# ---- seg7_scan_mux ----
seg7_scan_mux, wire density map:
The bar under the picture is 20 um long. The die is cut into 20 by 30 equal tiles; dark blue is low, red is high, scaled to the fullest tile. Values are wire area over tile area, all layers added.
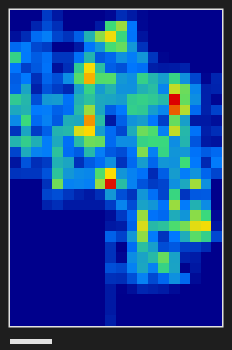

===== config.mk =====
export PLATFORM = sky130hd
export DESIGN_NAME = seg7_scan_mux
export DESIGN_NICKNAME = d
export VERILOG_FILES = /design/src/rtl/seg7_pkg.sv /design/src/rtl/bin2bcd_seq.sv /design/src/rtl/seg7_scan_mux.sv
export SDC_FILE = /design/constraint.sdc
export NUM_CORES = 1
export LEC_CHECK = 0
export ABC_CLOCK_PERIOD_IN_PS = 2400
export CAP_MARGIN = 0
export CORE_ASPECT_RATIO = 1.5
export CORE_UTILIZATION = 33
export DETAILED_ROUTE_END_ITERATION = 10
export DONT_BUFFER_PORTS = 1
export SETUP_SLACK_MARGIN = 0.5
export SKIP_LAST_GASP = 1
export SYNTH_ARGS = -nofsm -noshare
export SYNTH_HDL_FRONTEND = slang
export SYNTH_HIERARCHICAL = 1
export SYNTH_SLANG_ARGS = --single-unit

===== constraint.sdc =====
create_clock -name clk -period 2.4 [get_ports clk]
set_input_delay 0.72 -clock clk [delete_from_list [all_inputs] [get_ports clk]]
set_output_delay 0.72 -clock clk [all_outputs]
set_load 0.02 [all_outputs]

===== src/rtl/seg7_pkg.sv =====
// seg7_pkg: segment codes, BCD-to-segment decode and conversion state type
// Segment vectors are {a,b,c,d,e,f,g}, bit 6 = a, active-low.
package seg7_pkg;
   localparam logic [6:0] SEG_0     = 7'b0000001;
   localparam logic [6:0] SEG_1     = 7'b1001111;
   localparam logic [6:0] SEG_2     = 7'b0010010;
   localparam logic [6:0] SEG_3     = 7'b0000110;
   localparam logic [6:0] SEG_4     = 7'b1001100;
   localparam logic [6:0] SEG_5     = 7'b0100100;
   localparam logic [6:0] SEG_6     = 7'b0100000;
   localparam logic [6:0] SEG_7     = 7'b0001111;
   localparam logic [6:0] SEG_8     = 7'b0000000;
   localparam logic [6:0] SEG_9     = 7'b0000100;
   localparam logic [6:0] SEG_DASH  = 7'b1111110;
   localparam logic [6:0] SEG_BLANK = 7'b1111111;

   typedef enum logic [1:0] {ST_IDLE, ST_CONV, ST_DONE} conv_state_t;

   function automatic logic [6:0] bcd_to_seg(input logic [3:0] n);
      case (n)
         4'd0: return SEG_0;
         4'd1: return SEG_1;
         4'd2: return SEG_2;
         4'd3: return SEG_3;
         4'd4: return SEG_4;
         4'd5: return SEG_5;
         4'd6: return SEG_6;
         4'd7: return SEG_7;
         4'd8: return SEG_8;
         4'd9: return SEG_9;
         default: return SEG_BLANK;
      endcase
   endfunction
endpackage


===== src/rtl/bin2bcd_seq.sv =====
// bin2bcd_seq: sequential double-dabble binary-to-BCD converter
// Ports: clk, rst (async high); value/load capture and start; busy while
// converting; ovf = last value exceeded 10^DIGITS-1; bcd result; valid pulses
// in DONE when the result is to be taken.
module bin2bcd_seq
   import seg7_pkg::*;
#(
   parameter int BIN_W  = 14,
   parameter int DIGITS = 4
) (
   input  logic                  clk,
   input  logic                  rst,
   input  logic [BIN_W-1:0]      value,
   input  logic                  load,
   output logic                  busy,
   output logic                  ovf,
   output logic [4*DIGITS-1:0]   bcd,
   output logic                  valid
);
   localparam int CW = BIN_W > 1 ? $clog2(BIN_W) : 1;
   localparam logic [63:0] MAXV = 64'(10**DIGITS - 1);

   conv_state_t           r_state, w_next;
   logic [BIN_W-1:0]      r_sh;
   logic [4*DIGITS-1:0]   r_bcd, w_adj;
   logic [CW-1:0]         r_cnt;
   logic                  r_ovf_nx, r_ovf;

   always_ff @(posedge clk or posedge rst)
      if (rst) r_state <= ST_IDLE;
      else     r_state <= w_next;

   // a load in any state restarts; DONE always returns to IDLE
   always_comb begin
      w_next = r_state;
      if (load)                                             w_next = ST_CONV;
      else if (r_state == ST_CONV && r_cnt == CW'(BIN_W-1)) w_next = ST_DONE;
      else if (r_state == ST_DONE)                          w_next = ST_IDLE;
   end

   always_comb begin
      w_adj = r_bcd;
      for (int i = 0; i < DIGITS; i++)
         if (r_bcd[4*i +: 4] >= 4'd5) w_adj[4*i +: 4] = r_bcd[4*i +: 4] + 4'd3;
   end

   always_ff @(posedge clk or posedge rst)
      if (rst) begin
         r_sh     <= '0;
         r_bcd    <= '0;
         r_cnt    <= '0;
         r_ovf_nx <= 1'b0;
         r_ovf    <= 1'b0;
      end else if (load) begin
         r_sh     <= value;
         r_bcd    <= '0;
         r_cnt    <= '0;
         r_ovf_nx <= 64'(value) > MAXV;
      end else if (r_state == ST_CONV) begin
         {r_bcd, r_sh} <= {w_adj, r_sh} << 1;
         r_cnt         <= r_cnt + 1'b1;
      end else if (r_state == ST_DONE) begin
         r_ovf <= r_ovf_nx;
      end

   assign busy  = r_state != ST_IDLE;
   assign valid = r_state == ST_DONE && !load;
   assign ovf   = r_ovf;
   assign bcd   = r_bcd;
endmodule


===== src/rtl/seg7_scan_mux.sv =====
// seg7_scan_mux: multiplexed N-digit 7-segment driver with BCD conversion
// Ports: clk, rst (async high); value/load start a conversion; blank_lz
// blanks leading zeros; blink_en blinks the display; busy/ovf status;
// seg active-low segments (bit 6 = a); an active-low one-hot digit enables.
module seg7_scan_mux
   import seg7_pkg::*;
#(
   parameter int DIGITS      = 4,
   parameter int BIN_W       = 14,
   parameter int CLK_DIV     = 50000,
   parameter int BLINK_TICKS = 250
) (
   input  logic              clk,
   input  logic              rst,
   input  logic [BIN_W-1:0]  value,
   input  logic              load,
   input  logic              blank_lz,
   input  logic              blink_en,
   output logic              busy,
   output logic              ovf,
   output logic [6:0]        seg,
   output logic [DIGITS-1:0] an
);
   localparam int IW  = DIGITS > 1 ? $clog2(DIGITS) : 1;
   localparam int DW  = $clog2(CLK_DIV);
   localparam int BKW = BLINK_TICKS > 1 ? $clog2(BLINK_TICKS) : 1;

   logic [DW-1:0]         r_div;
   logic [IW-1:0]         r_idx;
   logic [BKW-1:0]        r_bcnt;
   logic                  r_phase;
   logic [4*DIGITS-1:0]   r_disp, w_bcd;
   logic [6:0]            r_seg, w_seg;
   logic [DIGITS-1:0]     r_an, w_an;
   logic                  w_tick, w_valid, w_lz, w_blast;
   logic [3:0]            w_nib;

   bin2bcd_seq #(.BIN_W(BIN_W), .DIGITS(DIGITS)) u_conv (
      .clk   (clk),
      .rst   (rst),
      .value (value),
      .load  (load),
      .busy  (busy),
      .ovf   (ovf),
      .bcd   (w_bcd),
      .valid (w_valid)
   );

   assign w_tick  = r_div == DW'(CLK_DIV-1);
   assign w_blast = r_bcnt == BKW'(BLINK_TICKS-1);
   assign w_nib   = 4'(r_disp >> {r_idx, 2'b00});
   // blank when this digit and every more-significant digit is zero
   assign w_lz    = blank_lz && r_idx != '0 && (r_disp >> {r_idx, 2'b00}) == '0;
   assign w_seg   = ovf ? SEG_DASH : w_lz ? SEG_BLANK : bcd_to_seg(w_nib);
   assign w_an    = (blink_en && r_phase) ? '1 : ~(DIGITS'(1) << r_idx);

   always_ff @(posedge clk or posedge rst)
      if (rst) begin
         r_div   <= '0;
         r_idx   <= '0;
         r_bcnt  <= '0;
         r_phase <= 1'b0;
         r_disp  <= '0;
         r_seg   <= SEG_BLANK;
         r_an    <= '1;
      end else begin
         r_div <= w_tick ? '0 : r_div + 1'b1;
         if (w_tick) r_idx <= r_idx == IW'(DIGITS-1) ? '0 : r_idx + 1'b1;
         if (!blink_en) begin
            r_bcnt  <= '0;
            r_phase <= 1'b0;
         end else if (w_tick) begin
            r_bcnt <= w_blast ? '0 : r_bcnt + 1'b1;
            if (w_blast) r_phase <= ~r_phase;
         end
         if (w_valid) r_disp <= w_bcd;
         r_seg <= w_seg;
         r_an  <= w_an;
      end

   assign seg = r_seg;
   assign an  = r_an;
endmodule


# ---- chaser_sequencer ----
### src/rtl/chaser_sequencer.sv
// chaser_sequencer: one-hot LED chaser driven by a valid/ready command port and a programmable tick period.
// Optional end-position bounce is compiled in when CHASER_BOUNCE_EN is defined; the default build always wraps.
module chaser_sequencer #(
  parameter int WIDTH      = 8,
  parameter int DIV_W      = 16,
  parameter int DEF_PERIOD = 4
) (
  input  logic             clk,
  input  logic             resetn,
  input  logic             cmd_valid,
  output logic             cmd_ready,
  input  logic [1:0]       cmd_op,
  input  logic [DIV_W-1:0] cmd_arg,
  output logic [WIDTH-1:0] led,
  output logic             stb_out,
  output logic             busy
);

  typedef enum logic {
    IDLE,
    RUN
  } state_e;

  typedef enum logic [1:0] {
    OP_STOP       = 2'd0,
    OP_START      = 2'd1,
    OP_SET_PERIOD = 2'd2,
    OP_SET_DIR    = 2'd3
  } op_e;

  state_e           state_q, state_d;
  logic [DIV_W-1:0] cnt_q, cnt_d;
  logic [DIV_W-1:0] period_q, period_d;
  logic             dir_q, dir_d;
  logic [WIDTH-1:0] led_q, led_d;
  logic             stb_q, stb_d;
  logic [WIDTH-1:0] rot_up, rot_dn;
  logic             tick;
  logic             accept;
  op_e              op;
`ifdef CHASER_BOUNCE_EN
  logic             bounce_q, bounce_d;
`endif

  assign op        = op_e'(cmd_op);
  assign tick      = (state_q == RUN) && (cnt_q == period_q);
  // Commands are refused in tick cycles so a command never coincides with a rotation.
  assign cmd_ready = !tick;
  assign accept    = cmd_valid && !tick;
  assign busy      = (state_q == RUN);
  assign led       = led_q;
  assign stb_out   = stb_q;

  assign rot_up = {led_q[WIDTH-2:0], led_q[WIDTH-1]};
  assign rot_dn = {led_q[0], led_q[WIDTH-1:1]};

  always_ff @(posedge clk or negedge resetn) begin
    if (!resetn) begin
      state_q  <= IDLE;
      cnt_q    <= '0;
      period_q <= DIV_W'(DEF_PERIOD);
      dir_q    <= 1'b0;
      led_q    <= WIDTH'(1);
      stb_q    <= 1'b0;
`ifdef CHASER_BOUNCE_EN
      bounce_q <= 1'b0;
`endif
    end else begin
      state_q  <= state_d;
      cnt_q    <= cnt_d;
      period_q <= period_d;
      dir_q    <= dir_d;
      led_q    <= led_d;
      stb_q    <= stb_d;
`ifdef CHASER_BOUNCE_EN
      bounce_q <= bounce_d;
`endif
    end
  end

  always_comb begin
    state_d  = state_q;
    cnt_d    = cnt_q;
    period_d = period_q;
    dir_d    = dir_q;
    led_d    = led_q;
    stb_d    = tick;
`ifdef CHASER_BOUNCE_EN
    bounce_d = bounce_q;
`endif

    case (state_q)
      IDLE: begin
        cnt_d = '0;
        if (accept && op == OP_START) begin
          state_d = RUN;
        end
      end
      RUN: begin
        if (tick) begin
          cnt_d = '0;
`ifdef CHASER_BOUNCE_EN
          // At an end position the direction flips and the pattern steps back instead of wrapping.
          if (bounce_q && !dir_q && led_q[WIDTH-1]) begin
            dir_d = 1'b1;
            led_d = rot_dn;
          end else if (bounce_q && dir_q && led_q[0]) begin
            dir_d = 1'b0;
            led_d = rot_up;
          end else begin
            led_d = dir_q ? rot_dn : rot_up;
          end
`else
          led_d = dir_q ? rot_dn : rot_up;
`endif
        end else begin
          cnt_d = cnt_q + DIV_W'(1);
          if (accept && op == OP_STOP) begin
            state_d = IDLE;
            cnt_d   = '0;
          end
        end
      end
      default: begin
        state_d = IDLE;
        cnt_d   = '0;
      end
    endcase

    if (accept && op == OP_SET_PERIOD) begin
      period_d = cmd_arg;
      cnt_d    = '0;
    end

    if (accept && op == OP_SET_DIR) begin
      dir_d = cmd_arg[0];
`ifdef CHASER_BOUNCE_EN
      bounce_d = cmd_arg[1];
`endif
    end
  end

endmodule

### config.mk
export PLATFORM = sky130hd
export DESIGN_NAME = chaser_sequencer
export DESIGN_NICKNAME = d
export VERILOG_FILES = /design/src/rtl/chaser_sequencer.sv
export SDC_FILE = /design/constraint.sdc
export NUM_CORES = 1
export LEC_CHECK = 0
export ABC_CLOCK_PERIOD_IN_PS = 2100
export CAP_MARGIN = 20
export CORE_ASPECT_RATIO = 0.7
export CORE_MARGIN = 2
export CORE_UTILIZATION = 30
export CTS_BUF_LIST = sky130_fd_sc_hd__clkbuf_16
export DETAILED_ROUTE_END_ITERATION = 10
export HOLD_SLACK_MARGIN = 0.08
export SYNTH_ARGS = -nofsm -noshare
export SYNTH_HDL_FRONTEND = slang
export SYNTH_SLANG_ARGS = --single-unit
### constraint.sdc
create_clock -name clk -period 2.1 [get_ports clk]
set_input_delay 0.42 -clock clk [delete_from_list [all_inputs] [get_ports clk]]
set_output_delay 0.42 -clock clk [all_outputs]
set_load 0.005 [all_outputs]

==> notes/layouts.md <==
Pictures saved along the way, in no particular order.

Met1 routing.
shot_01.png
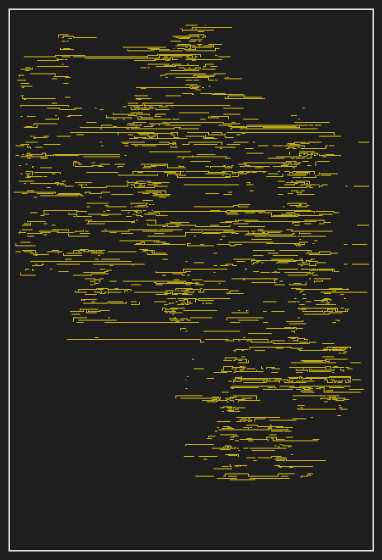
shot_02.png
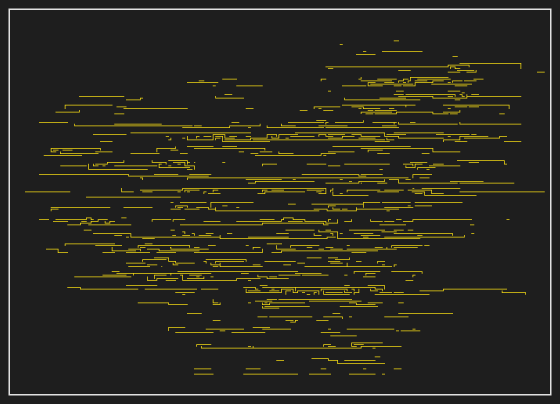
shot_01.png is seg7_scan_mux.
shot_02.png is chaser_sequencer.

Key to shot_01.png:
wire length on this layer	4,380 um
longest straight run	37.3 um
nets with wire on the layer	459
share of all routed wire	46%
main direction	horizontal

seg7_scan_mux, the metal 3 layer:
The bar under the picture is 20 um long.
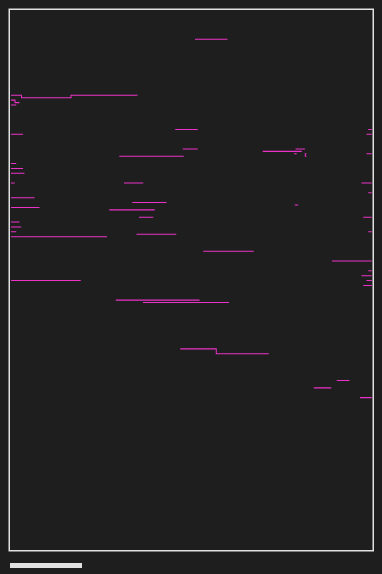
share of all routed wire	3.5%
wire length on this layer	332 um

## Picture notes: 'wire density map' of seg7_scan_mux
emptiest ninth of the die	lower left
tiles over half the peak	7.5%
mean over tiles	0.096
nearly empty tiles	36%
fullest tile	0.53

==> flow_summary.json, seg7_scan_mux <==
{
  "dieHeight_um": 151,
  "nets": 510,
  "pg_seq_mw": 1.61,
  "ant_nets": 0,
  "p_clk_share_pct": 47.8,
  "power.switching_uw": 691,
  "cts_resized": 1,
  "power_mw": 3.29,
  "top_power_group": "sequential cells",
  "portBuffers": 0,
  "end_kind": "register",
  "first_pass_iters": 4,
  "dr.max_layer_used": "met4",
  "top_cells_by_count": "dfrtp_1, nand2_1, inv_1",
  "wl_met2_um": 4710,
  "yosys.cell_types.count": 55,
  "clock_path_buffers": 2,
  "overflow": 0,
  "cp.arrival_ps": 2120,
  "swShare_pct": 21.0,
  "status": "completed",
  "cts_tree": "built",
  "fin_crit_ps": 1860,
  "design_area_mm2": 0.00544,
  "grt_max_degree": 65,
  "p_comb_share_pct": 3.4,
  "yosys_area_mm2": 0.00486,
  "crit_fanout": 3,
  "edf_count": 0,
  "tns_ps": 0,
  "synth_area_mm2": 0.00486,
  "tightest_slew_ps": 501,
  "met1_length_um": 4380,
  "avgSynthCellArea_um2": 10.4,
  "yosysMostFrequentCell": "dfrtp_1",
  "syn_inst": 468,
  "p_clk_mw": 1.57,
  "lay_top_cells": "dfrtp_1, nand2_1, inv_1, nand3_1, o21ai_0",
  "maxCapViolations": 0,
  "grt_util_met1_pct": 16.2,
  "p_leak_nw": 2.31
}
[seg7_scan_mux: per-stage QoR]
stage / hold WS, ps / utilization, %
2_1_floorplan: 464 / -
3_3_place_gp: 481 / 34.8
3_5_place_dp: 487 / 34.8
4_1_cts: 246 / 37.2
5_1_grt: 262 / 37.6
6_report: 248 / 37.6
[seg7_scan_mux: kinds of logic (layout without fill, tap and decap cells)]
family	Yosys count	after routing	share of synthesized area, %
simple gates	161	161	17.7
compound gates	84	84	11.3
mux	36	37	9.01
flops	92	92	47.7
fa+ha+maj	22	22	5.67
buf+inv	54	59	5.31
xor+xnor	19	19	3.43
[seg7_scan_mux: area by class of cell]
| class | count | area (um^2) |
|---|---|---|
| Sequential cell | 92 | 2320 |
| Fill cell | 1455 | 9020 |
| Multi-Input combinational cell | 323 | 2330 |
| Clock buffer | 11 | 253 |
| Clock inverter | 5 | 82.6 |
| Tap cell | 196 | 245 |
| Timing Repair Buffer | 12 | 90.1 |
| Inverter | 31 | 120 |
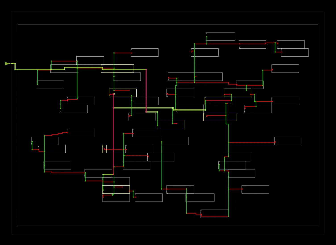
chaser_sequencer: the clock network
Final Skew: 7.39 ps
Clock buffer cells: 5
Num CTS Buffers: 5
clock distribution power: 995 uW
CTS sink count: 43

==> flow_summary.json, chaser_sequencer <==
{
  "status": "complete, but fails checks",
  "violations": "setup timing",
  "num-multi-input-gates": 131,
  "setup_ws_ps": -291,
  "cts-root-buf": "clkbuf_16",
  "top_cells_by_count": "dfrtp_1, xor2_1, nor2_1",
  "power_mw": 1.89,
  "critPathKind": "register to primary output",
  "path_clk_slew_ps": 60,
  "coreArea_mm2": 0.00688,
  "tightest_slew_ps": 550,
  "topCellsByArea": "dfrtp_1, xor2_1, mux2_4, mux2i_1, mux2_2",
  "gp_congestion": 0.816,
  "synth_area_mm2": 0.00217,
  "setup_viol": 8,
  "power_density_mw_per_mm2": 586,
  "num_io_pins": 32
}
-- chaser_sequencer: power by group through the flow --
| stage | registers, mW | clock network, mW | logic, mW |
|---|---|---|---|
| 2_1_floorplan | 0.844 | 0 | 0.00357 |
| 3_3_place_gp | 0.844 | 0 | 0.0633 |
| 6_report | 0.829 | 0.995 | 0.0624 |
| 5_1_grt | 0.828 | 1.05 | 0.0691 |
| 4_1_cts | 0.828 | 1.02 | 0.0646 |
| 3_5_place_dp | 0.844 | 0 | 0.0640 |
-- chaser_sequencer: placed cells by master, fill, tap and decap left out, drive strengths merged, types with 5 or more instances in the layout --
| master | netlist | final |
|---|---|---|
| and3 | 5 | 5 |
| buf | 5 | 49 |
| clkbuf | 0 | 6 |
| clkdlybuf4s50 | 0 | 29 |
| dfrtp | 41 | 41 |
| inv | 4 | 5 |
| mux2 | 17 | 17 |
| mux2i | 8 | 8 |
| nand3 | 11 | 11 |
| nor2 | 16 | 16 |
| o21ai | 18 | 18 |
| xnor2 | 9 | 9 |
| xor2 | 21 | 21 |
-- chaser_sequencer: logic make-up after synthesis --
group	share of synthesized area [%]
xor+xnor	12.4
mux	14.2
simple gates	14.0
flops	49.6
buf+inv	2.47
fa+ha+maj	0.575
compound gates	6.67


==> gallery <==
Cells colored by class.
Fill, decap, tap and diode cells in gray.
(a)
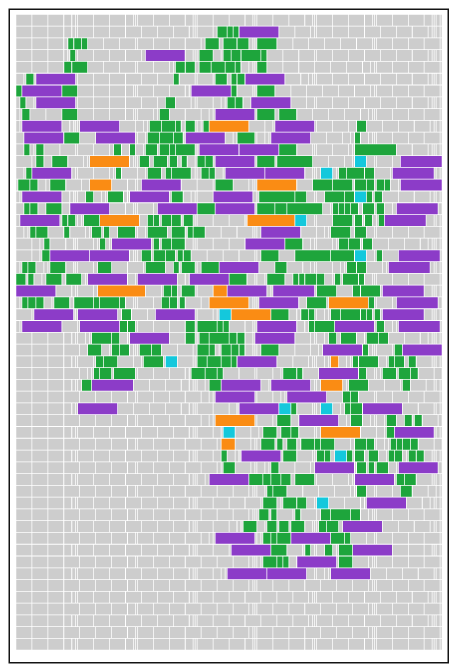
(b)
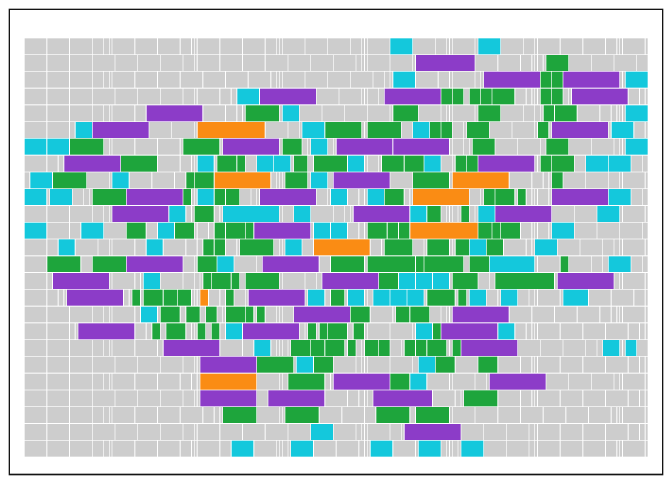
Of these, most cells: (a)
| picture | from |
|---|---|
| (a) | seg7_scan_mux |
| (b) | chaser_sequencer |

Key to (a):
class	color	cells	share of their area
sequential cells	purple	92	45%
clock drivers and dummy loads	orange	16	6.5%
combinational and other logic	green	354	47%
remaining buffers and delay cells	cyan	12	1.7%

No activity file was given, so power comes from the tool's default toggle rates.
